=== booth_control_fsm ===
**booth_control_fsm: the metal 2 layer**

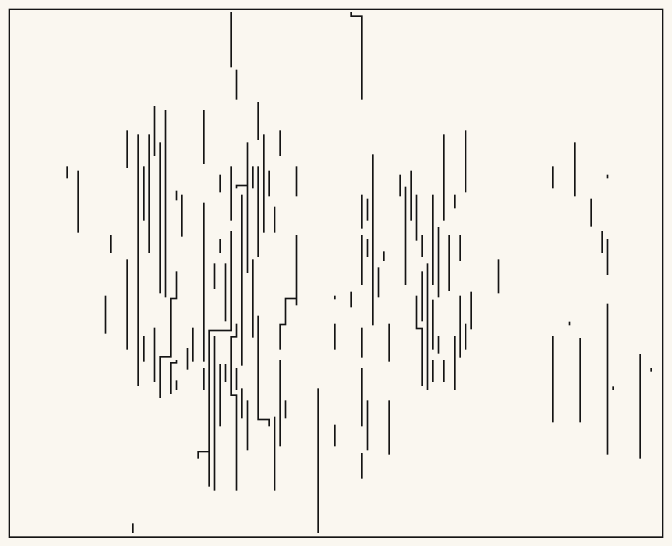

<file path="config.mk">
export PLATFORM = sky130hd
export DESIGN_NAME = booth_control_fsm
export DESIGN_NICKNAME = d
export VERILOG_FILES = /design/src/rtl/booth_control_fsm.sv
export SDC_FILE = /design/constraint.sdc
export NUM_CORES = 1
export LEC_CHECK = 0
export CORE_ASPECT_RATIO = 0.8
export CORE_UTILIZATION = 30
export DETAILED_ROUTE_END_ITERATION = 16
export PLACE_DENSITY = 0.64
export SYNTH_ARGS = -nofsm -noshare
export SYNTH_HDL_FRONTEND = slang
export SYNTH_SLANG_ARGS = --single-unit
</file>
<file path="constraint.sdc">
create_clock -name clk -period 1.69 [get_ports clk]
set_clock_uncertainty 0.15 [all_clocks]
set_input_delay 0.2535 -clock clk [delete_from_list [all_inputs] [get_ports clk]]
set_output_delay 0.2535 -clock clk [all_outputs]
set_load 0.03 [all_outputs]
</file>
<file path="src/rtl/booth_control_fsm.sv">
// Radix-2 Booth multiplier sequencer: load, N x (eval/add-sub/shift), done.
// Ports: clk, rst (sync high), start, Q0/Q1 booth pair in;
//   LoadA, LoadB, rs, LoadAdd, SEL, Shift, busy, done strobes out.
// Optional: define BOOTH_ABORT_EN to add the abort input.
module booth_control_fsm #(
    parameter int N = 4
) (
    input  logic clk,
    input  logic rst,
    input  logic start,
`ifdef BOOTH_ABORT_EN
    input  logic abort,
`endif
    input  logic Q0,
    input  logic Q1,
    output logic LoadA,
    output logic LoadB,
    output logic rs,
    output logic LoadAdd,
    output logic SEL,
    output logic Shift,
    output logic busy,
    output logic done
);

    localparam int CW = $clog2(N) + 1;

    typedef enum logic [2:0] {
        S_IDLE  = 3'd0,
        S_LOAD  = 3'd1,
        S_EVAL  = 3'd2,
        S_ADD   = 3'd3,
        S_SHIFT = 3'd4,
        S_DONE  = 3'd5
    } state_t;

    state_t        state_q, state_d;
    logic [CW-1:0] cnt_q, cnt_d;
    logic          op_q, op_d;
    logic          load_q, load_d;
    logic          rs_q, rs_d;
    logic          ladd_q, ladd_d;
    logic          sel_q, sel_d;
    logic          shift_q, shift_d;
    logic          busy_q, busy_d;
    logic          done_q, done_d;
    logic          abort_hit;

    always_comb begin
        state_d   = state_q;
        cnt_d     = cnt_q;
        op_d      = op_q;
        abort_hit = 1'b0;
        case (state_q)
            S_IDLE: if (start) state_d = S_LOAD;
            S_LOAD: begin
                cnt_d   = '0;
                state_d = S_EVAL;
            end
            S_EVAL: begin
                case ({Q0, Q1})
                    2'b10: begin
                        op_d    = 1'b1;
                        state_d = S_ADD;
                    end
                    2'b01: begin
                        op_d    = 1'b0;
                        state_d = S_ADD;
                    end
                    default: state_d = S_SHIFT;
                endcase
            end
            S_ADD: state_d = S_SHIFT;
            S_SHIFT: begin
                if (cnt_q == CW'(N - 1)) begin
                    state_d = S_DONE;
                end else begin
                    cnt_d   = cnt_q + 1'b1;
                    state_d = S_EVAL;
                end
            end
            S_DONE:  state_d = S_IDLE;
            default: state_d = S_IDLE;
        endcase
`ifdef BOOTH_ABORT_EN
        // Abort overrides every transition; leaves a one-cycle clear.
        if (abort && state_q != S_IDLE) begin
            state_d   = S_IDLE;
            abort_hit = 1'b1;
        end
`endif
    end

    // Outputs are decoded from the next state so they register with it.
    always_comb begin
        load_d  = 1'b0;
        rs_d    = abort_hit;
        ladd_d  = 1'b0;
        sel_d   = 1'b0;
        shift_d = 1'b0;
        busy_d  = 1'b0;
        done_d  = 1'b0;
        case (state_d)
            S_LOAD: begin
                load_d = 1'b1;
                rs_d   = 1'b1;
                busy_d = 1'b1;
            end
            S_EVAL: busy_d = 1'b1;
            S_ADD: begin
                ladd_d = 1'b1;
                sel_d  = op_d;
                busy_d = 1'b1;
            end
            S_SHIFT: begin
                shift_d = 1'b1;
                busy_d  = 1'b1;
            end
            S_DONE: begin
                done_d = 1'b1;
                busy_d = 1'b1;
            end
            default: ;
        endcase
    end

    always_ff @(posedge clk) begin
        if (rst) begin
            state_q <= S_IDLE;
            cnt_q   <= '0;
            op_q    <= 1'b0;
            load_q  <= 1'b0;
            rs_q    <= 1'b0;
            ladd_q  <= 1'b0;
            sel_q   <= 1'b0;
            shift_q <= 1'b0;
            busy_q  <= 1'b0;
            done_q  <= 1'b0;
        end else begin
            state_q <= state_d;
            cnt_q   <= cnt_d;
            op_q    <= op_d;
            load_q  <= load_d;
            rs_q    <= rs_d;
            ladd_q  <= ladd_d;
            sel_q   <= sel_d;
            shift_q <= shift_d;
            busy_q  <= busy_d;
            done_q  <= done_d;
        end
    end

    assign LoadA   = load_q;
    assign LoadB   = load_q;
    assign rs      = rs_q;
    assign LoadAdd = ladd_q;
    assign SEL     = sel_q;
    assign Shift   = shift_q;
    assign busy    = busy_q;
    assign done    = done_q;

endmodule
</file>
=== conv_systolic_feeder_flat ===
--- config.mk ---
export PLATFORM = sky130hd
export DESIGN_NAME = conv_systolic_feeder_flat
export DESIGN_NICKNAME = d
export VERILOG_FILES = /design/src/rtl/conv_systolic_feeder_if.sv /design/src/rtl/conv_systolic_feeder.sv /design/src/flat_wrapper.sv
export SDC_FILE = /design/constraint.sdc
export NUM_CORES = 1
export LEC_CHECK = 0
export ABC_CLOCK_PERIOD_IN_PS = 23900
export CAP_MARGIN = 5
export CORE_MARGIN = 2
export CORE_UTILIZATION = 47
export CTS_BUF_LIST = sky130_fd_sc_hd__clkbuf_4 sky130_fd_sc_hd__clkbuf_8 sky130_fd_sc_hd__clkbuf_16
export CTS_CLUSTER_SIZE = 14
export DETAILED_ROUTE_END_ITERATION = 16
export GPL_TIMING_DRIVEN = 0
export PLACE_DENSITY = 0.75
export SYNTH_ARGS = -nofsm -noshare
export SYNTH_HDL_FRONTEND = slang
export SYNTH_SLANG_ARGS = --single-unit
--- constraint.sdc ---
create_clock -name clk_in -period 23.9 [get_ports clk_in]
set_input_delay 3.585 -clock clk_in [delete_from_list [all_inputs] [get_ports clk_in]]
set_output_delay 3.585 -clock clk_in [all_outputs]
set_load 0.1 [all_outputs]
--- src/rtl/conv_systolic_feeder_if.sv ---
// Feeder bus: tile/filter capture inputs and array lane outputs.
// Master drives the job request; slave is the feeder itself.
interface conv_systolic_feeder_if #(
  parameter int DATA_W = 8
);
  logic              start;
  logic [DATA_W-1:0] i00, i01, i02, i03;
  logic [DATA_W-1:0] i10, i11, i12, i13;
  logic [DATA_W-1:0] i20, i21, i22, i23;
  logic [DATA_W-1:0] i30, i31, i32, i33;
  logic [DATA_W-1:0] f00, f01, f02;
  logic [DATA_W-1:0] f10, f11, f12;
  logic [DATA_W-1:0] f20, f21, f22;
  logic              mode;
  logic [DATA_W-1:0] a0, a1, a2;
  logic [DATA_W-1:0] b0, b1, b2;
  logic [2:0]        beat_idx;
  logic              beat_valid;
  logic              busy;
  logic              done;

  modport master (
    output start,
    output i00, i01, i02, i03,
    output i10, i11, i12, i13,
    output i20, i21, i22, i23,
    output i30, i31, i32, i33,
    output f00, f01, f02,
    output f10, f11, f12,
    output f20, f21, f22,
    input  mode,
    input  a0, a1, a2,
    input  b0, b1, b2,
    input  beat_idx, beat_valid,
    input  busy, done
  );

  modport slave (
    input  start,
    input  i00, i01, i02, i03,
    input  i10, i11, i12, i13,
    input  i20, i21, i22, i23,
    input  i30, i31, i32, i33,
    input  f00, f01, f02,
    input  f10, f11, f12,
    input  f20, f21, f22,
    output mode,
    output a0, a1, a2,
    output b0, b1, b2,
    output beat_idx, beat_valid,
    output busy, done
  );
endinterface

--- src/rtl/conv_systolic_feeder.sv ---
// Feeds a 3x3 weight-stationary array: weight preload on b lanes,
// then a row-banded, diagonally skewed 4x4 tile stream on a lanes.
module conv_systolic_feeder #(
  parameter int DATA_W       = 8,
  parameter int FLUSH_CYCLES = 2
) (
  input logic clk_in,
  input logic rst,
  conv_systolic_feeder_if.slave bus
);

  typedef enum logic [2:0] {
    IDLE,
    LOAD_W,
    STREAM,
    FLUSH,
    DONE
  } state_t;

  typedef logic [DATA_W-1:0] pix_t;

  state_t state_q, state_nx;
  logic [3:0] cnt_q, cnt_nx;

  logic [3:0][3:0][DATA_W-1:0] tile_d, tile_q;
  logic [2:0][2:0][DATA_W-1:0] filt_d, filt_q, filt_src;

  logic                   mode_q, mode_nx;
  logic [2:0][DATA_W-1:0] a_q, a_nx;
  logic [2:0][DATA_W-1:0] b_q, b_nx;
  logic [2:0]             bidx_q, bidx_nx;
  logic                   bval_q, bval_nx;
  logic                   busy_q, busy_nx;
  logic                   done_q, done_nx;

  logic [1:0] wrow;
  logic [3:0] idx;

  assign tile_d[0] = {bus.i03, bus.i02, bus.i01, bus.i00};
  assign tile_d[1] = {bus.i13, bus.i12, bus.i11, bus.i10};
  assign tile_d[2] = {bus.i23, bus.i22, bus.i21, bus.i20};
  assign tile_d[3] = {bus.i33, bus.i32, bus.i31, bus.i30};
  assign filt_d[0] = {bus.f02, bus.f01, bus.f00};
  assign filt_d[1] = {bus.f12, bus.f11, bus.f10};
  assign filt_d[2] = {bus.f22, bus.f21, bus.f20};

  // State and step counter register
  always_ff @(posedge clk_in or posedge rst) begin
    if (rst) begin
      state_q <= IDLE;
      cnt_q   <= '0;
    end else begin
      state_q <= state_nx;
      cnt_q   <= cnt_nx;
    end
  end

  // Next state and step sequencing
  always_comb begin
    state_nx = state_q;
    cnt_nx   = cnt_q;
    unique case (state_q)
      IDLE: begin
        if (bus.start) begin
          state_nx = LOAD_W;
          cnt_nx   = '0;
        end
      end
      LOAD_W: begin
        if (cnt_q == 4'd2) begin
          state_nx = STREAM;
          cnt_nx   = '0;
        end else begin
          cnt_nx = cnt_q + 4'd1;
        end
      end
      STREAM: begin
        if (cnt_q == 4'd9) begin
          state_nx = (FLUSH_CYCLES == 0) ? DONE : FLUSH;
          cnt_nx   = '0;
        end else begin
          cnt_nx = cnt_q + 4'd1;
        end
      end
      FLUSH: begin
        if (cnt_q == 4'(FLUSH_CYCLES - 1)) begin
          state_nx = DONE;
          cnt_nx   = '0;
        end else begin
          cnt_nx = cnt_q + 4'd1;
        end
      end
      DONE: begin
        state_nx = IDLE;
        cnt_nx   = '0;
      end
      default: begin
        state_nx = IDLE;
        cnt_nx   = '0;
      end
    endcase
  end

  // Lane values for the upcoming state; outputs are registered from these
  always_comb begin
    filt_src = (state_q == IDLE) ? filt_d : filt_q;
    mode_nx  = 1'b1;
    a_nx     = '0;
    b_nx     = '0;
    bidx_nx  = '0;
    bval_nx  = 1'b0;
    busy_nx  = (state_nx != IDLE);
    done_nx  = (state_nx == DONE);
    wrow     = 2'd2 - cnt_nx[1:0];
    idx      = '0;
    if (state_nx == LOAD_W) begin
      mode_nx = 1'b0;
      b_nx    = filt_src[wrow];
    end
    if (state_nx == STREAM) begin
      for (int r = 0; r < 3; r++) begin
        idx = cnt_nx - 4'(r);
        if (cnt_nx >= 4'(r) && idx <= 4'd7) begin
          a_nx[r] = tile_q[2'(r) + {1'b0, idx[2]}][idx[1:0]];
        end
      end
      if (cnt_nx <= 4'd7) begin
        bval_nx = 1'b1;
        bidx_nx = cnt_nx[2:0];
      end
    end
  end

  // Shadow capture of tile and filter on job acceptance
  always_ff @(posedge clk_in or posedge rst) begin
    if (rst) begin
      tile_q <= '0;
      filt_q <= '0;
    end else if (state_q == IDLE && bus.start) begin
      tile_q <= tile_d;
      filt_q <= filt_d;
    end
  end

  // Registered outputs
  always_ff @(posedge clk_in or posedge rst) begin
    if (rst) begin
      mode_q <= 1'b1;
      a_q    <= '0;
      b_q    <= '0;
      bidx_q <= '0;
      bval_q <= 1'b0;
      busy_q <= 1'b0;
      done_q <= 1'b0;
    end else begin
      mode_q <= mode_nx;
      a_q    <= a_nx;
      b_q    <= b_nx;
      bidx_q <= bidx_nx;
      bval_q <= bval_nx;
      busy_q <= busy_nx;
      done_q <= done_nx;
    end
  end

  assign bus.mode       = mode_q;
  assign bus.a0         = pix_t'(a_q[0]);
  assign bus.a1         = pix_t'(a_q[1]);
  assign bus.a2         = pix_t'(a_q[2]);
  assign bus.b0         = pix_t'(b_q[0]);
  assign bus.b1         = pix_t'(b_q[1]);
  assign bus.b2         = pix_t'(b_q[2]);
  assign bus.beat_idx   = bidx_q;
  assign bus.beat_valid = bval_q;
  assign bus.busy       = busy_q;
  assign bus.done       = done_q;

endmodule
--- src/flat_wrapper.sv ---
// flat-port wrapper written by rule: the top's interface ports become plain ports
module conv_systolic_feeder_flat 
#(
  parameter int DATA_W       = 8,
  parameter int FLUSH_CYCLES = 2
)
  (clk_in, rst, bus_start, bus_i00, bus_i01, bus_i02, bus_i03, bus_i10, bus_i11, bus_i12, bus_i13, bus_i20, bus_i21, bus_i22, bus_i23, bus_i30, bus_i31, bus_i32, bus_i33, bus_f00, bus_f01, bus_f02, bus_f10, bus_f11, bus_f12, bus_f20, bus_f21, bus_f22, bus_mode, bus_a0, bus_a1, bus_a2, bus_b0, bus_b1, bus_b2, bus_beat_idx, bus_beat_valid, bus_busy, bus_done);
  conv_systolic_feeder_if #(.DATA_W(DATA_W)) bus_i ();
  input logic clk_in;
  input logic rst;
  input wire logic [$bits(bus_i.start)-1:0] bus_start;
  input wire logic [$bits(bus_i.i00)-1:0] bus_i00;
  input wire logic [$bits(bus_i.i01)-1:0] bus_i01;
  input wire logic [$bits(bus_i.i02)-1:0] bus_i02;
  input wire logic [$bits(bus_i.i03)-1:0] bus_i03;
  input wire logic [$bits(bus_i.i10)-1:0] bus_i10;
  input wire logic [$bits(bus_i.i11)-1:0] bus_i11;
  input wire logic [$bits(bus_i.i12)-1:0] bus_i12;
  input wire logic [$bits(bus_i.i13)-1:0] bus_i13;
  input wire logic [$bits(bus_i.i20)-1:0] bus_i20;
  input wire logic [$bits(bus_i.i21)-1:0] bus_i21;
  input wire logic [$bits(bus_i.i22)-1:0] bus_i22;
  input wire logic [$bits(bus_i.i23)-1:0] bus_i23;
  input wire logic [$bits(bus_i.i30)-1:0] bus_i30;
  input wire logic [$bits(bus_i.i31)-1:0] bus_i31;
  input wire logic [$bits(bus_i.i32)-1:0] bus_i32;
  input wire logic [$bits(bus_i.i33)-1:0] bus_i33;
  input wire logic [$bits(bus_i.f00)-1:0] bus_f00;
  input wire logic [$bits(bus_i.f01)-1:0] bus_f01;
  input wire logic [$bits(bus_i.f02)-1:0] bus_f02;
  input wire logic [$bits(bus_i.f10)-1:0] bus_f10;
  input wire logic [$bits(bus_i.f11)-1:0] bus_f11;
  input wire logic [$bits(bus_i.f12)-1:0] bus_f12;
  input wire logic [$bits(bus_i.f20)-1:0] bus_f20;
  input wire logic [$bits(bus_i.f21)-1:0] bus_f21;
  input wire logic [$bits(bus_i.f22)-1:0] bus_f22;
  output wire logic [$bits(bus_i.mode)-1:0] bus_mode;
  output wire logic [$bits(bus_i.a0)-1:0] bus_a0;
  output wire logic [$bits(bus_i.a1)-1:0] bus_a1;
  output wire logic [$bits(bus_i.a2)-1:0] bus_a2;
  output wire logic [$bits(bus_i.b0)-1:0] bus_b0;
  output wire logic [$bits(bus_i.b1)-1:0] bus_b1;
  output wire logic [$bits(bus_i.b2)-1:0] bus_b2;
  output wire logic [$bits(bus_i.beat_idx)-1:0] bus_beat_idx;
  output wire logic [$bits(bus_i.beat_valid)-1:0] bus_beat_valid;
  output wire logic [$bits(bus_i.busy)-1:0] bus_busy;
  output wire logic [$bits(bus_i.done)-1:0] bus_done;
  assign bus_i.start = bus_start;
  assign bus_i.i00 = bus_i00;
  assign bus_i.i01 = bus_i01;
  assign bus_i.i02 = bus_i02;
  assign bus_i.i03 = bus_i03;
  assign bus_i.i10 = bus_i10;
  assign bus_i.i11 = bus_i11;
  assign bus_i.i12 = bus_i12;
  assign bus_i.i13 = bus_i13;
  assign bus_i.i20 = bus_i20;
  assign bus_i.i21 = bus_i21;
  assign bus_i.i22 = bus_i22;
  assign bus_i.i23 = bus_i23;
  assign bus_i.i30 = bus_i30;
  assign bus_i.i31 = bus_i31;
  assign bus_i.i32 = bus_i32;
  assign bus_i.i33 = bus_i33;
  assign bus_i.f00 = bus_f00;
  assign bus_i.f01 = bus_f01;
  assign bus_i.f02 = bus_f02;
  assign bus_i.f10 = bus_f10;
  assign bus_i.f11 = bus_f11;
  assign bus_i.f12 = bus_f12;
  assign bus_i.f20 = bus_f20;
  assign bus_i.f21 = bus_f21;
  assign bus_i.f22 = bus_f22;
  assign bus_mode = bus_i.mode;
  assign bus_a0 = bus_i.a0;
  assign bus_a1 = bus_i.a1;
  assign bus_a2 = bus_i.a2;
  assign bus_b0 = bus_i.b0;
  assign bus_b1 = bus_i.b1;
  assign bus_b2 = bus_i.b2;
  assign bus_beat_idx = bus_i.beat_idx;
  assign bus_beat_valid = bus_i.beat_valid;
  assign bus_busy = bus_i.busy;
  assign bus_done = bus_i.done;
  conv_systolic_feeder #(.DATA_W(DATA_W), .FLUSH_CYCLES(FLUSH_CYCLES)) u_core (.clk_in(clk_in), .rst(rst), .bus(bus_i));
endmodule
=== debug_mailbox_responder ===
`config.mk`:
```
export PLATFORM = sky130hd
export DESIGN_NAME = debug_mailbox_responder
export DESIGN_NICKNAME = d
export VERILOG_FILES = /design/src/rtl/debug_mailbox_responder.sv
export SDC_FILE = /design/constraint.sdc
export NUM_CORES = 1
export LEC_CHECK = 0
export CAP_MARGIN = 40
export CORE_MARGIN = 5
export CORE_UTILIZATION = 55
export DETAILED_ROUTE_END_ITERATION = 10
export PLACE_DENSITY = 0.77
export SLEW_MARGIN = 20
export SYNTH_ARGS = -nofsm -noshare
export SYNTH_HDL_FRONTEND = slang
export SYNTH_SLANG_ARGS = --single-unit
```
`constraint.sdc`:
```
create_clock -name clk -period 18.5 [get_ports clk]
set_clock_uncertainty 0.15 [all_clocks]
set_input_delay 2.775 -clock clk [delete_from_list [all_inputs] [get_ports clk]]
set_output_delay 2.775 -clock clk [all_outputs]
set_load 0.02 [all_outputs]
```
`src/rtl/debug_mailbox_responder.sv`:
```
// Responder end of the req/wr/ack word mailbox, bridging debug clients to a host word stream via RX/TX FIFOs.
// Optional read/write completion counters are built when DEBUG_MAILBOX_STATS_EN is defined.
module debug_mailbox_responder #(
  parameter int DEPTH_LOG2 = 4,
  parameter int WIDTH      = 32
) (
  input  logic                  clk,
  input  logic                  reset,
  input  logic                  req,
  input  logic                  wr,
  input  logic [WIDTH-1:0]      d,
  output logic [WIDTH-1:0]      q,
  output logic                  ack,
  input  logic                  host_rx_valid,
  input  logic [WIDTH-1:0]      host_rx_data,
  output logic                  host_rx_ready,
  output logic                  host_tx_valid,
  output logic [WIDTH-1:0]      host_tx_data,
  input  logic                  host_tx_ready,
  output logic [DEPTH_LOG2:0]   rx_level,
  output logic [DEPTH_LOG2:0]   tx_level,
  output logic [15:0]           stat_rd,
  output logic [15:0]           stat_wr,
  output logic [1:0]            fsm_state
);

  // Handshake: a host word moves when valid & ready are both high at a clock edge;
  // a client transaction is taken when req is sampled high in IDLE and completes with a one-cycle ack.

  localparam int                DEPTH      = 1 << DEPTH_LOG2;
  localparam logic [DEPTH_LOG2:0] FULL_LEVEL = (DEPTH_LOG2 + 1)'(DEPTH);

  typedef enum logic [1:0] {
    ST_IDLE = 2'd0,
    ST_ACK  = 2'd1,
    ST_GAP  = 2'd2
  } state_t;

  state_t state, state_next;

  logic [WIDTH-1:0]    rx_mem [DEPTH];
  logic [WIDTH-1:0]    tx_mem [DEPTH];
  logic [DEPTH_LOG2:0] rx_wptr, rx_rptr, tx_wptr, tx_rptr;
  logic                rx_empty, rx_full, tx_empty, tx_full;
  logic                rx_push, rx_pop, tx_push, tx_pop;

  assign rx_level = rx_wptr - rx_rptr;
  assign tx_level = tx_wptr - tx_rptr;
  assign rx_empty = (rx_wptr == rx_rptr);
  assign tx_empty = (tx_wptr == tx_rptr);
  assign rx_full  = (rx_level == FULL_LEVEL);
  assign tx_full  = (tx_level == FULL_LEVEL);

  assign host_rx_ready = ~rx_full;
  assign rx_push       = host_rx_valid & ~rx_full;
  assign host_tx_valid = ~tx_empty;
  assign host_tx_data  = tx_mem[tx_rptr[DEPTH_LOG2-1:0]];
  assign tx_pop        = host_tx_ready & ~tx_empty;

  assign ack       = (state == ST_ACK);
  assign fsm_state = state;

  always_comb begin
    state_next = state;
    rx_pop     = 1'b0;
    tx_push    = 1'b0;
    case (state)
      ST_IDLE: begin
        if (req && !wr && !rx_empty) begin
          rx_pop     = 1'b1;
          state_next = ST_ACK;
        end else if (req && wr && (!tx_full || tx_pop)) begin
          // A host pop in the same cycle frees the slot, so a full TX can still take the word.
          tx_push    = 1'b1;
          state_next = ST_ACK;
        end
      end
      ST_ACK:  state_next = ST_GAP;
      ST_GAP:  state_next = ST_IDLE;
      default: state_next = ST_IDLE;
    endcase
  end

  always_ff @(posedge clk) begin
    if (reset) begin
      state   <= ST_IDLE;
      q       <= '0;
      rx_wptr <= '0;
      rx_rptr <= '0;
      tx_wptr <= '0;
      tx_rptr <= '0;
    end else begin
      state <= state_next;
      if (rx_push) rx_wptr <= rx_wptr + 1'b1;
      if (rx_pop) begin
        q       <= rx_mem[rx_rptr[DEPTH_LOG2-1:0]];
        rx_rptr <= rx_rptr + 1'b1;
      end
      if (tx_push) tx_wptr <= tx_wptr + 1'b1;
      if (tx_pop)  tx_rptr <= tx_rptr + 1'b1;
    end
  end

  // Storage arrays carry no reset; only the pointers define occupancy.
  always_ff @(posedge clk) begin
    if (!reset && rx_push) rx_mem[rx_wptr[DEPTH_LOG2-1:0]] <= host_rx_data;
    if (!reset && tx_push) tx_mem[tx_wptr[DEPTH_LOG2-1:0]] <= d;
  end

`ifdef DEBUG_MAILBOX_STATS_EN
  logic txn_wr;

  always_ff @(posedge clk) begin
    if (reset) begin
      txn_wr  <= 1'b0;
      stat_rd <= 16'h0;
      stat_wr <= 16'h0;
    end else begin
      if (state == ST_IDLE && state_next == ST_ACK) txn_wr <= wr;
      if (state == ST_ACK) begin
        if (txn_wr) stat_wr <= stat_wr + 16'h1;
        else        stat_rd <= stat_rd + 16'h1;
      end
    end
  end
`else
  assign stat_rd = 16'h0;
  assign stat_wr = 16'h0;
`endif

endmodule

```
=== seq_divider_with_overflow_flat ===
## src/rtl/seq_divider_with_overflow_if.sv

```systemverilog
// Operand/result handshake bundle for seq_divider_with_overflow.
// The master drives operands and out_ready; the slave (divider) returns results.
interface seq_divider_with_overflow_if #(
    parameter int n = 4
);
    logic         in_valid;
    logic         in_ready;
    logic [n-1:0] x;
    logic [n-1:0] y;
    logic         out_valid;
    logic         out_ready;
    logic [n-1:0] q;
    logic [n-1:0] r;
    logic         div_by_zero;
    logic         over_flow;

    modport master (
        output in_valid, x, y, out_ready,
        input  in_ready, out_valid, q, r, div_by_zero, over_flow
    );

    modport slave (
        input  in_valid, x, y, out_ready,
        output in_ready, out_valid, q, r, div_by_zero, over_flow
    );
endinterface

```

## src/rtl/seq_divider_with_overflow.sv

```systemverilog
// Multi-cycle restoring divider, one trial subtraction per cycle, MSB first.
// Define SIGNED_DIV_EN for two's-complement operands (truncating division).
module seq_divider_with_overflow #(
    parameter int n = 4
) (
    input  logic                      clk,
    input  logic                      rst,
    seq_divider_with_overflow_if.slave bus
);
    localparam int CW = $clog2(n);

    typedef enum logic [1:0] {IDLE, BUSY, DONE} state_t;
    state_t state_reg, state_next;

    logic [n-1:0]  dividend_reg, divisor_reg, rem_reg, quo_reg;
    logic [n-1:0]  q_reg, r_reg;
    logic [CW-1:0] cnt_reg;
    logic          dbz_reg, ovf_reg, ovf_pend_reg, neg_q_reg, neg_r_reg;

    logic [n-1:0]  x_mag, y_mag;
    logic          x_neg, y_neg, ovf_detect;

    logic [n:0]    rem_shift, diff;
    logic          borrow;
    logic [n-1:0]  rem_step, quo_step;
    logic [1:0]    unused_bits;

    // Operand conditioning: magnitudes go to the unsigned core, signs are
    // remembered so the result can be corrected on the final step.
    always_comb begin
`ifdef SIGNED_DIV_EN
        x_neg      = bus.x[n-1];
        y_neg      = bus.y[n-1];
        x_mag      = x_neg ? -bus.x : bus.x;
        y_mag      = y_neg ? -bus.y : bus.y;
        ovf_detect = (bus.x == {1'b1, {(n-1){1'b0}}}) && (bus.y == '1);
`else
        x_neg      = 1'b0;
        y_neg      = 1'b0;
        x_mag      = bus.x;
        y_mag      = bus.y;
        ovf_detect = 1'b0;
`endif
    end

    // One restoring step; the partial remainder is always < divisor, so the
    // kept result fits back into n bits.
    assign rem_shift   = {rem_reg, dividend_reg[n-1]};
    assign diff        = rem_shift - {1'b0, divisor_reg};
    assign borrow      = rem_shift < {1'b0, divisor_reg};
    assign rem_step    = borrow ? rem_shift[n-1:0] : diff[n-1:0];
    assign quo_step    = {quo_reg[n-2:0], ~borrow};
    assign unused_bits = {diff[n], quo_reg[n-1]};

    always_ff @(posedge clk or posedge rst) begin
        if (rst) begin
            state_reg <= IDLE;
        end else begin
            state_reg <= state_next;
        end
    end

    always_comb begin
        state_next    = state_reg;
        bus.in_ready  = 1'b0;
        bus.out_valid = 1'b0;
        case (state_reg)
            IDLE: begin
                bus.in_ready = 1'b1;
                if (bus.in_valid) begin
                    state_next = (bus.y == '0) ? DONE : BUSY;
                end
            end
            BUSY: begin
                if (cnt_reg == '0) begin
                    state_next = DONE;
                end
            end
            DONE: begin
                bus.out_valid = 1'b1;
                if (bus.out_ready) begin
                    state_next = IDLE;
                end
            end
            default: state_next = IDLE;
        endcase
    end

    always_ff @(posedge clk or posedge rst) begin
        if (rst) begin
            dividend_reg <= '0;
            divisor_reg  <= '0;
            rem_reg      <= '0;
            quo_reg      <= '0;
            cnt_reg      <= '0;
            q_reg        <= '0;
            r_reg        <= '0;
            dbz_reg      <= 1'b0;
            ovf_reg      <= 1'b0;
            ovf_pend_reg <= 1'b0;
            neg_q_reg    <= 1'b0;
            neg_r_reg    <= 1'b0;
        end else begin
            case (state_reg)
                IDLE: begin
                    if (bus.in_valid) begin
                        dbz_reg <= 1'b0;
                        ovf_reg <= 1'b0;
                        if (bus.y == '0) begin
                            q_reg   <= '1;
                            r_reg   <= bus.x;
                            dbz_reg <= 1'b1;
                        end else begin
                            dividend_reg <= x_mag;
                            divisor_reg  <= y_mag;
                            rem_reg      <= '0;
                            quo_reg      <= '0;
                            cnt_reg      <= CW'(n - 1);
                            neg_q_reg    <= x_neg ^ y_neg;
                            neg_r_reg    <= x_neg;
                            ovf_pend_reg <= ovf_detect;
                        end
                    end
                end
                BUSY: begin
                    rem_reg      <= rem_step;
                    quo_reg      <= quo_step;
                    dividend_reg <= {dividend_reg[n-2:0], 1'b0};
                    cnt_reg      <= cnt_reg - CW'(1);
                    // Publish on the last step so results change only when out_valid rises.
                    if (cnt_reg == '0) begin
                        q_reg   <= neg_q_reg ? -quo_step : quo_step;
                        r_reg   <= neg_r_reg ? -rem_step : rem_step;
                        ovf_reg <= ovf_pend_reg;
                    end
                end
                default: ;
            endcase
        end
    end

    assign bus.q           = q_reg;
    assign bus.r           = r_reg;
    assign bus.div_by_zero = dbz_reg;
    assign bus.over_flow   = ovf_reg;
endmodule

```

## src/flat_wrapper.sv

```systemverilog
// flat-port wrapper written by rule: the top's interface ports become plain ports
module seq_divider_with_overflow_flat 
#(
    parameter int n = 4
)
  (clk, rst, bus_in_valid, bus_x, bus_y, bus_out_ready, bus_in_ready, bus_out_valid, bus_q, bus_r, bus_div_by_zero, bus_over_flow);
  seq_divider_with_overflow_if #(.n(n)) bus_i ();
  input  logic clk;
  input  logic rst;
  input wire logic [$bits(bus_i.in_valid)-1:0] bus_in_valid;
  input wire logic [$bits(bus_i.x)-1:0] bus_x;
  input wire logic [$bits(bus_i.y)-1:0] bus_y;
  input wire logic [$bits(bus_i.out_ready)-1:0] bus_out_ready;
  output wire logic [$bits(bus_i.in_ready)-1:0] bus_in_ready;
  output wire logic [$bits(bus_i.out_valid)-1:0] bus_out_valid;
  output wire logic [$bits(bus_i.q)-1:0] bus_q;
  output wire logic [$bits(bus_i.r)-1:0] bus_r;
  output wire logic [$bits(bus_i.div_by_zero)-1:0] bus_div_by_zero;
  output wire logic [$bits(bus_i.over_flow)-1:0] bus_over_flow;
  assign bus_i.in_valid = bus_in_valid;
  assign bus_i.x = bus_x;
  assign bus_i.y = bus_y;
  assign bus_i.out_ready = bus_out_ready;
  assign bus_in_ready = bus_i.in_ready;
  assign bus_out_valid = bus_i.out_valid;
  assign bus_q = bus_i.q;
  assign bus_r = bus_i.r;
  assign bus_div_by_zero = bus_i.div_by_zero;
  assign bus_over_flow = bus_i.over_flow;
  seq_divider_with_overflow #(.n(n)) u_core (.clk(clk), .rst(rst), .bus(bus_i));
endmodule
```

## config.mk

```make
export PLATFORM = sky130hd
export DESIGN_NAME = seq_divider_with_overflow_flat
export DESIGN_NICKNAME = d
export VERILOG_FILES = /design/src/rtl/seq_divider_with_overflow_if.sv /design/src/rtl/seq_divider_with_overflow.sv /design/src/flat_wrapper.sv
export SDC_FILE = /design/constraint.sdc
export NUM_CORES = 1
export LEC_CHECK = 0
export CAP_MARGIN = 20
export CORE_ASPECT_RATIO = 2
export CORE_MARGIN = 5
export CORE_UTILIZATION = 45
export CTS_CLUSTER_SIZE = 10
export DETAILED_ROUTE_END_ITERATION = 10
export GPL_TIMING_DRIVEN = 0
export PLACE_DENSITY = 0.76
export SLEW_MARGIN = 30
export SYNTH_ARGS = -nofsm -noshare
export SYNTH_HDL_FRONTEND = slang
export SYNTH_SLANG_ARGS = --single-unit
export TNS_END_PERCENT = 100
```

## constraint.sdc

```tcl
create_clock -name clk -period 1.98 [get_ports clk]
set_input_delay 0.396 -clock clk [delete_from_list [all_inputs] [get_ports clk]]
set_output_delay 0.396 -clock clk [all_outputs]
set_load 0.05 [all_outputs]
```


==> screenshots <==
Clock wires, drivers and flops.
image #1
Bar = 100 microns.
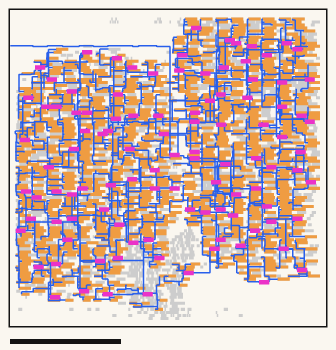
image #2
Bar = 50 microns.
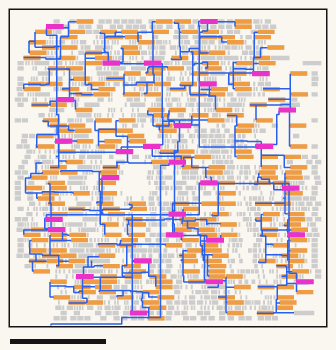
image #3
Bar = 20 microns.
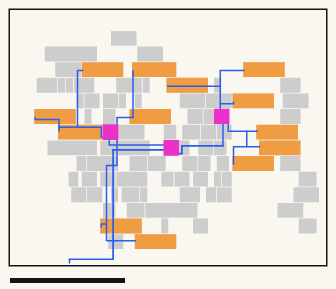
image #4
Bar = 10 microns.
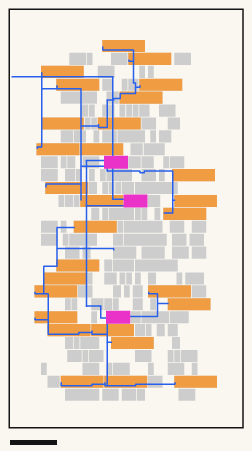
The one with the fewest sequential cells is image #3.
The one with the largest die is image #1.
seq_divider_with_overflow_flat -> image #4
debug_mailbox_responder -> image #1
booth_control_fsm -> image #3
conv_systolic_feeder_flat -> image #2

**debug_mailbox_responder: close-up of the layout**

Window x 198 to 228, y 56 to 86 microns. Cells in gray, sequential cells in the stronger gray; small squares are vias.
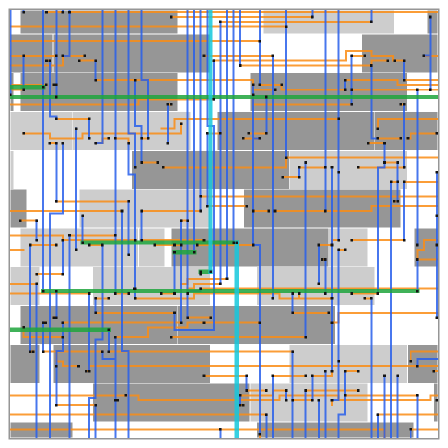
color	layer
blue	metal 2
orange	metal 1
cyan	metal 4
green	metal 3
most frequent	edfxtp_1 (12), mux4_2 (8), clkbuf_16 (2)
sequential cells in the window	12
cells with their middle in the window	24
netlist names of flops here include	tx_mem (12)

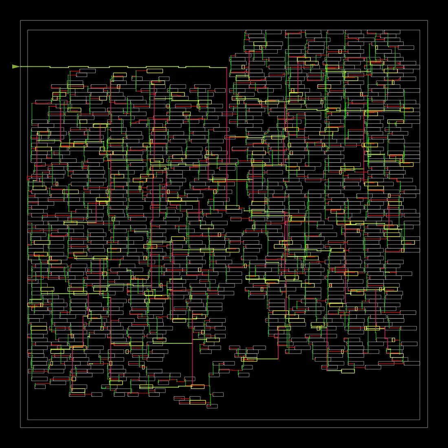
**Above:** debug_mailbox_responder (clock routing).
clock buffer count from CTS: 105
clk_buf instances: 134
clk sinks: 1082
sequential cells: 1082
clk latency late pin: 0.66 ns

==> flow_results.org, debug_mailbox_responder <==
* Implementation run

** Run status
- The flow ran to the end, and the final reports show no timing, DRC or antenna violations.

** Setup path
- Number of buffer and inverter instances along the worst setup path :: 3
- The worst register-to-register path begins at tx_wptr[0].
- The critical path in this run is classified as register to primary output.
- For the worst reg-to-reg path, the endpoint reported by OpenROAD is tx_mem[10][28].
- The slowest stage of the critical path belongs to the cell dfxtp_4.
- The STA report counts the stages on the worst setup path as 5.

** Floorplan
- In this run the core area contains 100 standard-cell rows.
- The floorplan report lists the tap cell count as 969.

** STA
- Hold is met by 0.293 ns.
- Achievable frequency :: 0.143 GHz
- Period utilisation layout :: 37.7%
- Transition time at the pin with the least slew margin :: 0.788 ns
- Time the final worst path needs with I/O delays and setup :: 6.98 ns

** Route
- Number of remaining DRC errors :: 0
- Starting DRT DRC Count :: 2093
- Count of nets left with antenna violations after detail routing :: 0
- Length of routed met2 wiring :: 49.8 mm

** Worst hold path
- The path with the worst hold slack has its endpoint at q[25].

** Logic synthesis
- Post-synthesis instance area :: 0.0413 sq mm
- Most frequent cells after synthesis :: edfxtp_1 (1024), mux4_2 (320), dfxtp_1 (58)
- Number of instances in the synthesized netlist :: 1805
- Dividing the synthesized area by the synthesized cell count gives 22.9 sq um.
- Per the Yosys statistics, synthesis produced 1805 cells.
- Most area-hungry cell type in the Yosys netlist :: edfxtp_1

** Power and ir drop
- In this run, power in combinational logic comes to 0.000477 W.
- Cell internal pwr :: 0.00424 W
- Power comes to 0.00539 W.

** Layout
- Non-clock buffer count :: 209
- Flip-flop and latch share of the layout cell area :: 66.5%
- Share of cells above drive strength 1 :: 27.9%

** Global route
- Routing resource usage on met3 recorded by global route was 4.22%.

** Clock tree
- Clock Pin Slew Worst Setup and Hold Paths :: 0.06 ns
[debug_mailbox_responder: cell families after synthesis]
family | after synthesis | share of synthesized area [%]
buffers and inverters | 170 | 1.94
AND/OR/NAND/NOR | 135 | 1.59
multiplexers | 323 | 17.5
adder cells (fa/ha/maj) | 20 | 0.642
other | 1 | 0.00907
AND-OR/OR-AND | 58 | 0.787
XOR/XNOR | 16 | 0.339
flip-flops | 1082 | 77.2
[debug_mailbox_responder: state kept, by name, summed over array words and instances, names as in the netlist, named ones only]
register	count
rx_wptr	5
tx_mem	512
rx_rptr	5
fsm_state	2
tx_wptr	5
q	32
tx_rptr	5
rx_mem	512
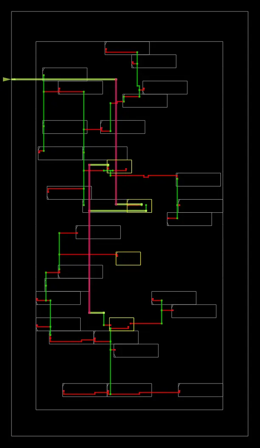
**Above:** seq_divider_with_overflow_flat (clock routing).
sequential cells: 28
clock group power: 0.000366 W
clk latency late pin: 0.28 ns

==> flow_results.org, seq_divider_with_overflow_flat <==
* Implementation run

** Run status
- Run status :: completed

** Logic synthesis
- The synthesized netlist devotes 17.6% of its cell area to compound gates.
- Counting the warning lines in the Yosys log gives 0.
- Post-synthesis instance area :: 0.00136 sq mm
- In the Yosys stats the netlist draws on 38 distinct library cells.
- The synthesized design spends more area on one cell type than any other, namely dfrtp_1.
- Synthesized netlist net count :: 155
- Counting flops with an async set or reset pin after synthesis yields a share of 100%.
- The stat command in Yosys gives a chip area of 0.00136 sq mm.

** Global route
- Across every metal layer, demand over resource in global routing totals 17.4%.
- The first global-routing pass estimated 5.77 mm of wire.

** Setup path
- Among cell families on the critical path, the largest total delay comes from simple AND/OR/NAND/NOR gates.
- Required @ worst endpoint :: 2.19 ns

** STA
- Final Max Slew Viols :: 0
- The clock arrives with 0.00531 ns of skew.
- Achievable frequency :: 0.516 GHz

** Power and ir drop
- Maximum vdd ir drop :: 0.918 mV
- Total chip power :: 0.00352 W
- Leading power group :: combinational cells

** Clock tree
- In this run the post-CTS setup repair buffer count came out at 6.
- H-tree depth reported by CTS :: 1
- Counting the buffers created by CTS gives 3.

** Floorplan
- The vertical die dimension reported for this design is 87.8 microns.
- According to the floorplan report, the total die area is 0.00430 sq mm.
- Total I/O pin count :: 24

** Route
- Routed via count :: 1133
- Starting DRT DRC Count :: 44

** Layout
- After layout the signal buffers, clock cells excluded, come to 17.4% of cell area.
- In the layout the commonest cells are dfrtp_1 (28), nand2_1 (24), clkdlybuf4s50_1 (16).
- Share of cells above drive strength 1 :: 22.2%
-- seq_divider_with_overflow_flat: routing by layer --
layer	GRT usage [%]	vias up	wire, microns
met5	0	-	0
met3	3.07	7	121
li1	-	535	-
met4	8.33	0	78
met2	32.9	26	1910
met1	18.1	565	1220
-- seq_divider_with_overflow_flat: worst register-to-register path, stage by stage, from the launching register on --
cell     delay [ns]
dfrtp_1        0.41
inv_2          0.08
ha_4           0.19
nor2b_4        0.12
o31a_1         0.28
nor3_4         0.22
mux2_4         0.36
a31oi_4        0.17
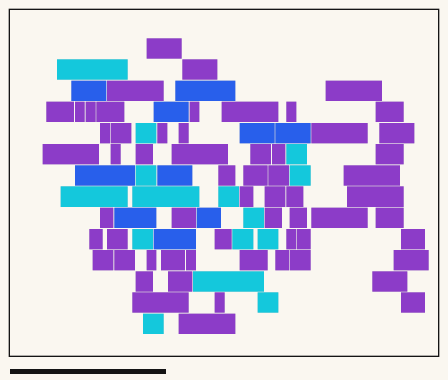
**Above:** booth_control_fsm (sizing map).
Bar = 20 microns.
color	size	cells	share
blue	_2 cells	10	12%
cyan	_3 and _4 cells	15	17%
purple	_0 and _1 cells	61	71%
layout overhead on the synthesized area: 37.9%
minimum setup slack in the final design: 0.0529 ns
non-clock buffer count: 20

About 'the metal 2 layer' of booth_control_fsm:
nets with wire on the layer	80
longest straight run	21.1 microns
share of all routed wire	42%
wire length on this layer	548 microns

==> flow_results.org, booth_control_fsm <==
* Implementation run

** Floorplan
- The die is 44.4 microns tall.

** Worst hold path
- Along the worst hold path, the cell count comes to 4.

** Power and ir drop
- Switching part of the total power :: 30.2%

** STA
- Accumulated negative setup slack :: 0 ns
- Transition time at the pin with the least slew margin :: 0.449 ns
- Worst hold-check slack :: 0.308 ns
- The highest clock rate this design can be run at is 0.611 GHz.

** Layout
- After layout the signal buffers, clock cells excluded, come to 20.5% of cell area.
- Filler Cells Inserted :: 213
- Cells fill 46.5% of the core in the end.
- Measured on the final layout, the clock distribution area share stands at 2.83%.

** Route
- Wire length on met1 :: 658 microns

** Run status
- The run finished with clean final reports.

** Setup path
- Maximum single-stage delay on the critical path :: 0.66 ns

** Placement
- Routability cong. :: 0.760

** Logic synthesis
- Top area cells in the synthesized netlist :: dfxtp_1 (39%), ha_1 (5.6%), nor4b_4 (3.5%)
- Cells in synth_stat.txt :: 68

** Clock tree
- TritonCTS built the clock tree.
- In this run the deepest clock path goes through 2 buffers.
booth_control_fsm: final timing paths:
kind                 start        to  slack, ns
hold reg to reg   cnt_q[1]  cnt_q[1]       0.34
setup / recovery     Shift     Shift       0.05
setup reg to reg  cnt_q[0]  cnt_q[2]       0.09
hold / removal          Q0      op_q       0.31
booth_control_fsm: flip-flops by register name (all words and copies together), names as in the netlist:
name / flops
state_q: 3
op_q: 1
rs: 1
LoadAdd: 1
busy: 1
done: 1
cnt_q: 3
SEL: 1
Shift: 1
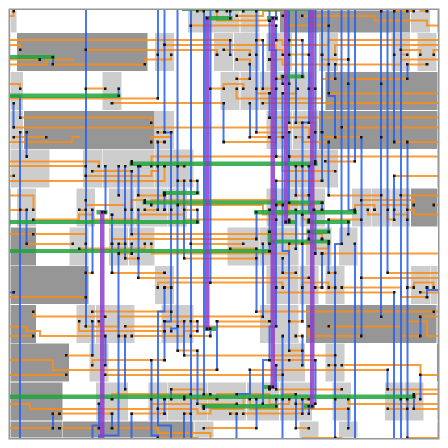
**Above:** conv_systolic_feeder_flat (close-up of the layout).
Window x 109 to 139, y 26 to 56 microns. Cells in gray, sequential cells in the stronger gray; small squares are vias.
color	layer
green	metal 3
orange	metal 1
purple	metal 4
blue	metal 2
sequential cells in the window	7
cells with their middle in the window	68
most frequent	nand2_1 (33), nand3_1 (8), dfrtp_1 (7)
netlist names of flops here include	u_core.tile_q (7)

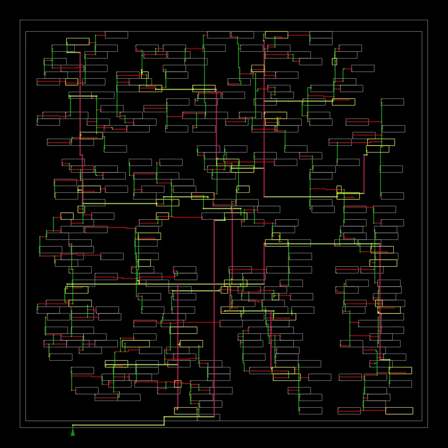
**Above:** conv_systolic_feeder_flat (clock routing).
final worst clock skew: 0.0109 ns
sequential cells: 262
clk latency late pin: 0.55 ns
clk_buf instances: 40

==> flow_results.org, conv_systolic_feeder_flat <==
* Implementation run

** Logic synthesis
- After synthesis, the netlist uses 52 different library cells.
- Number of instances in the synthesized netlist :: 1318
- Cells in synth_stat.txt :: 1318

** Worst hold path
- STA shows the worst min-delay path finishing at u_core.tile_q[0].
- Number of cells on the worst hold path :: 2

** STA
- Setup repair after global routing left no endpoint under its margin.

** Route
- Wire length on met1 :: 15.9 mm
- TritonRoute reported its final design rule violation total as 0.
- Vias per std cell :: 5.33
- Length of routed met2 wiring :: 17.1 mm

** Layout
- Leading cell types in the layout, fill and taps excluded :: nand2_1 (708), dfrtp_1 (261), clkdlybuf4s50_1 (257)
- Non-clock buffer count :: 339
- Diode count :: 4
- Utilization after layout :: 64.5%

** Floorplan
- Number of rows created at floorplan :: 58

** Clock tree
- Clock tree synthesis selected as its root buffer the cell clkbuf_16.
- CTS Hold Bufs :: 0

** Global route
- Global-route met1 utilization :: 38.6%
- Largest net degree at the start of global routing :: 133

** Run status
- The flow ran to the end, and the final reports show no timing, DRC or antenna violations.

** Placement
- Routability cong. :: 0.878

** Power and ir drop
- Dividing total power by cell area gives a power density of 162 mW/mm^2.
[conv_systolic_feeder_flat: cells by family after synthesis]
logic type	Yosys count	synth area share, %
and+or+nand+nor	775	25.1
muxes	88	11.3
buffers and inverters	89	3.16
xor gates and xnor gates	3	0.338
AOI/OAI and AO/OA	92	5.42
adders and majority gates	9	0.923
DFF	262	53.7
[conv_systolic_feeder_flat: where the power goes]
part           leakage, nW  switching [W]  total, W  internal [W]
Sequential            3.33       0.000140  0.000777      0.000637
Clock                0.523       0.000179  0.000490      0.000312
Combinational         3.96       0.000851   0.00138      0.000532


==> screenshots <==
Sizing map.
shot_01.png
Bar = 50 microns.
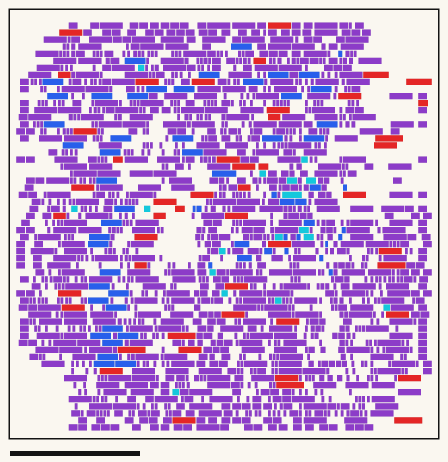
shot_02.png
Bar = 10 microns.
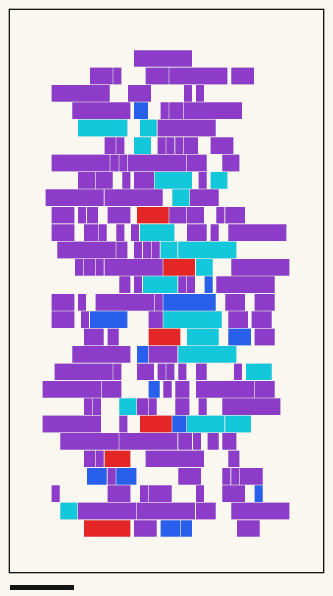
shot_03.png
Bar = 100 microns.
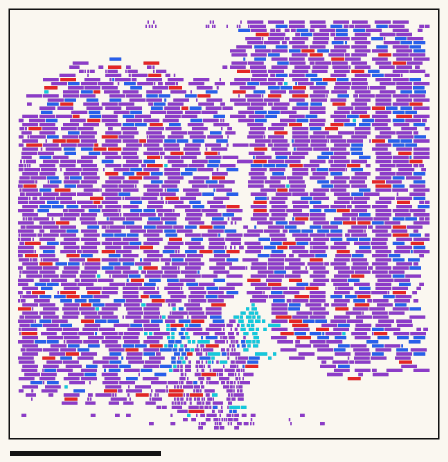
| picture | from |
|---|---|
| shot_02.png | seq_divider_with_overflow_flat |
| shot_01.png | conv_systolic_feeder_flat |
| shot_03.png | debug_mailbox_responder |
- fewest cells: shot_02.png

Key to shot_01.png:
color	size	cells	share
blue	_2 cells	62	3.8%
red	_6 and larger	48	2.9%
purple	_0 and _1 cells	1501	92%
cyan	_3 and _4 cells	17	1.0%


==> layout pictures side by side <==
Where the registers sit.
panel A
Bar = 50 microns.
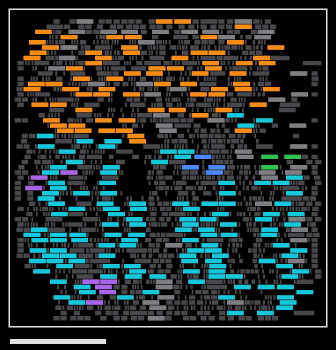
panel B
Bar = 100 microns.
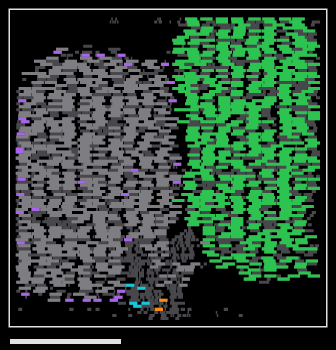
panel C
Bar = 10 microns.
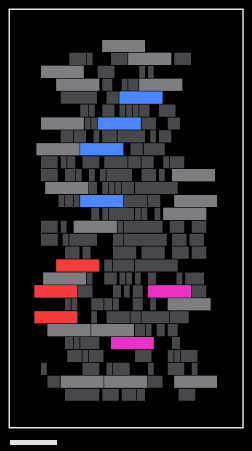
For conv_systolic_feeder_flat, see panel A.
For seq_divider_with_overflow_flat, see panel C.
For debug_mailbox_responder, see panel B.
- most sequential cells: panel B
- fewest cells: panel C

Power is estimated from default activity; no workload was simulated.
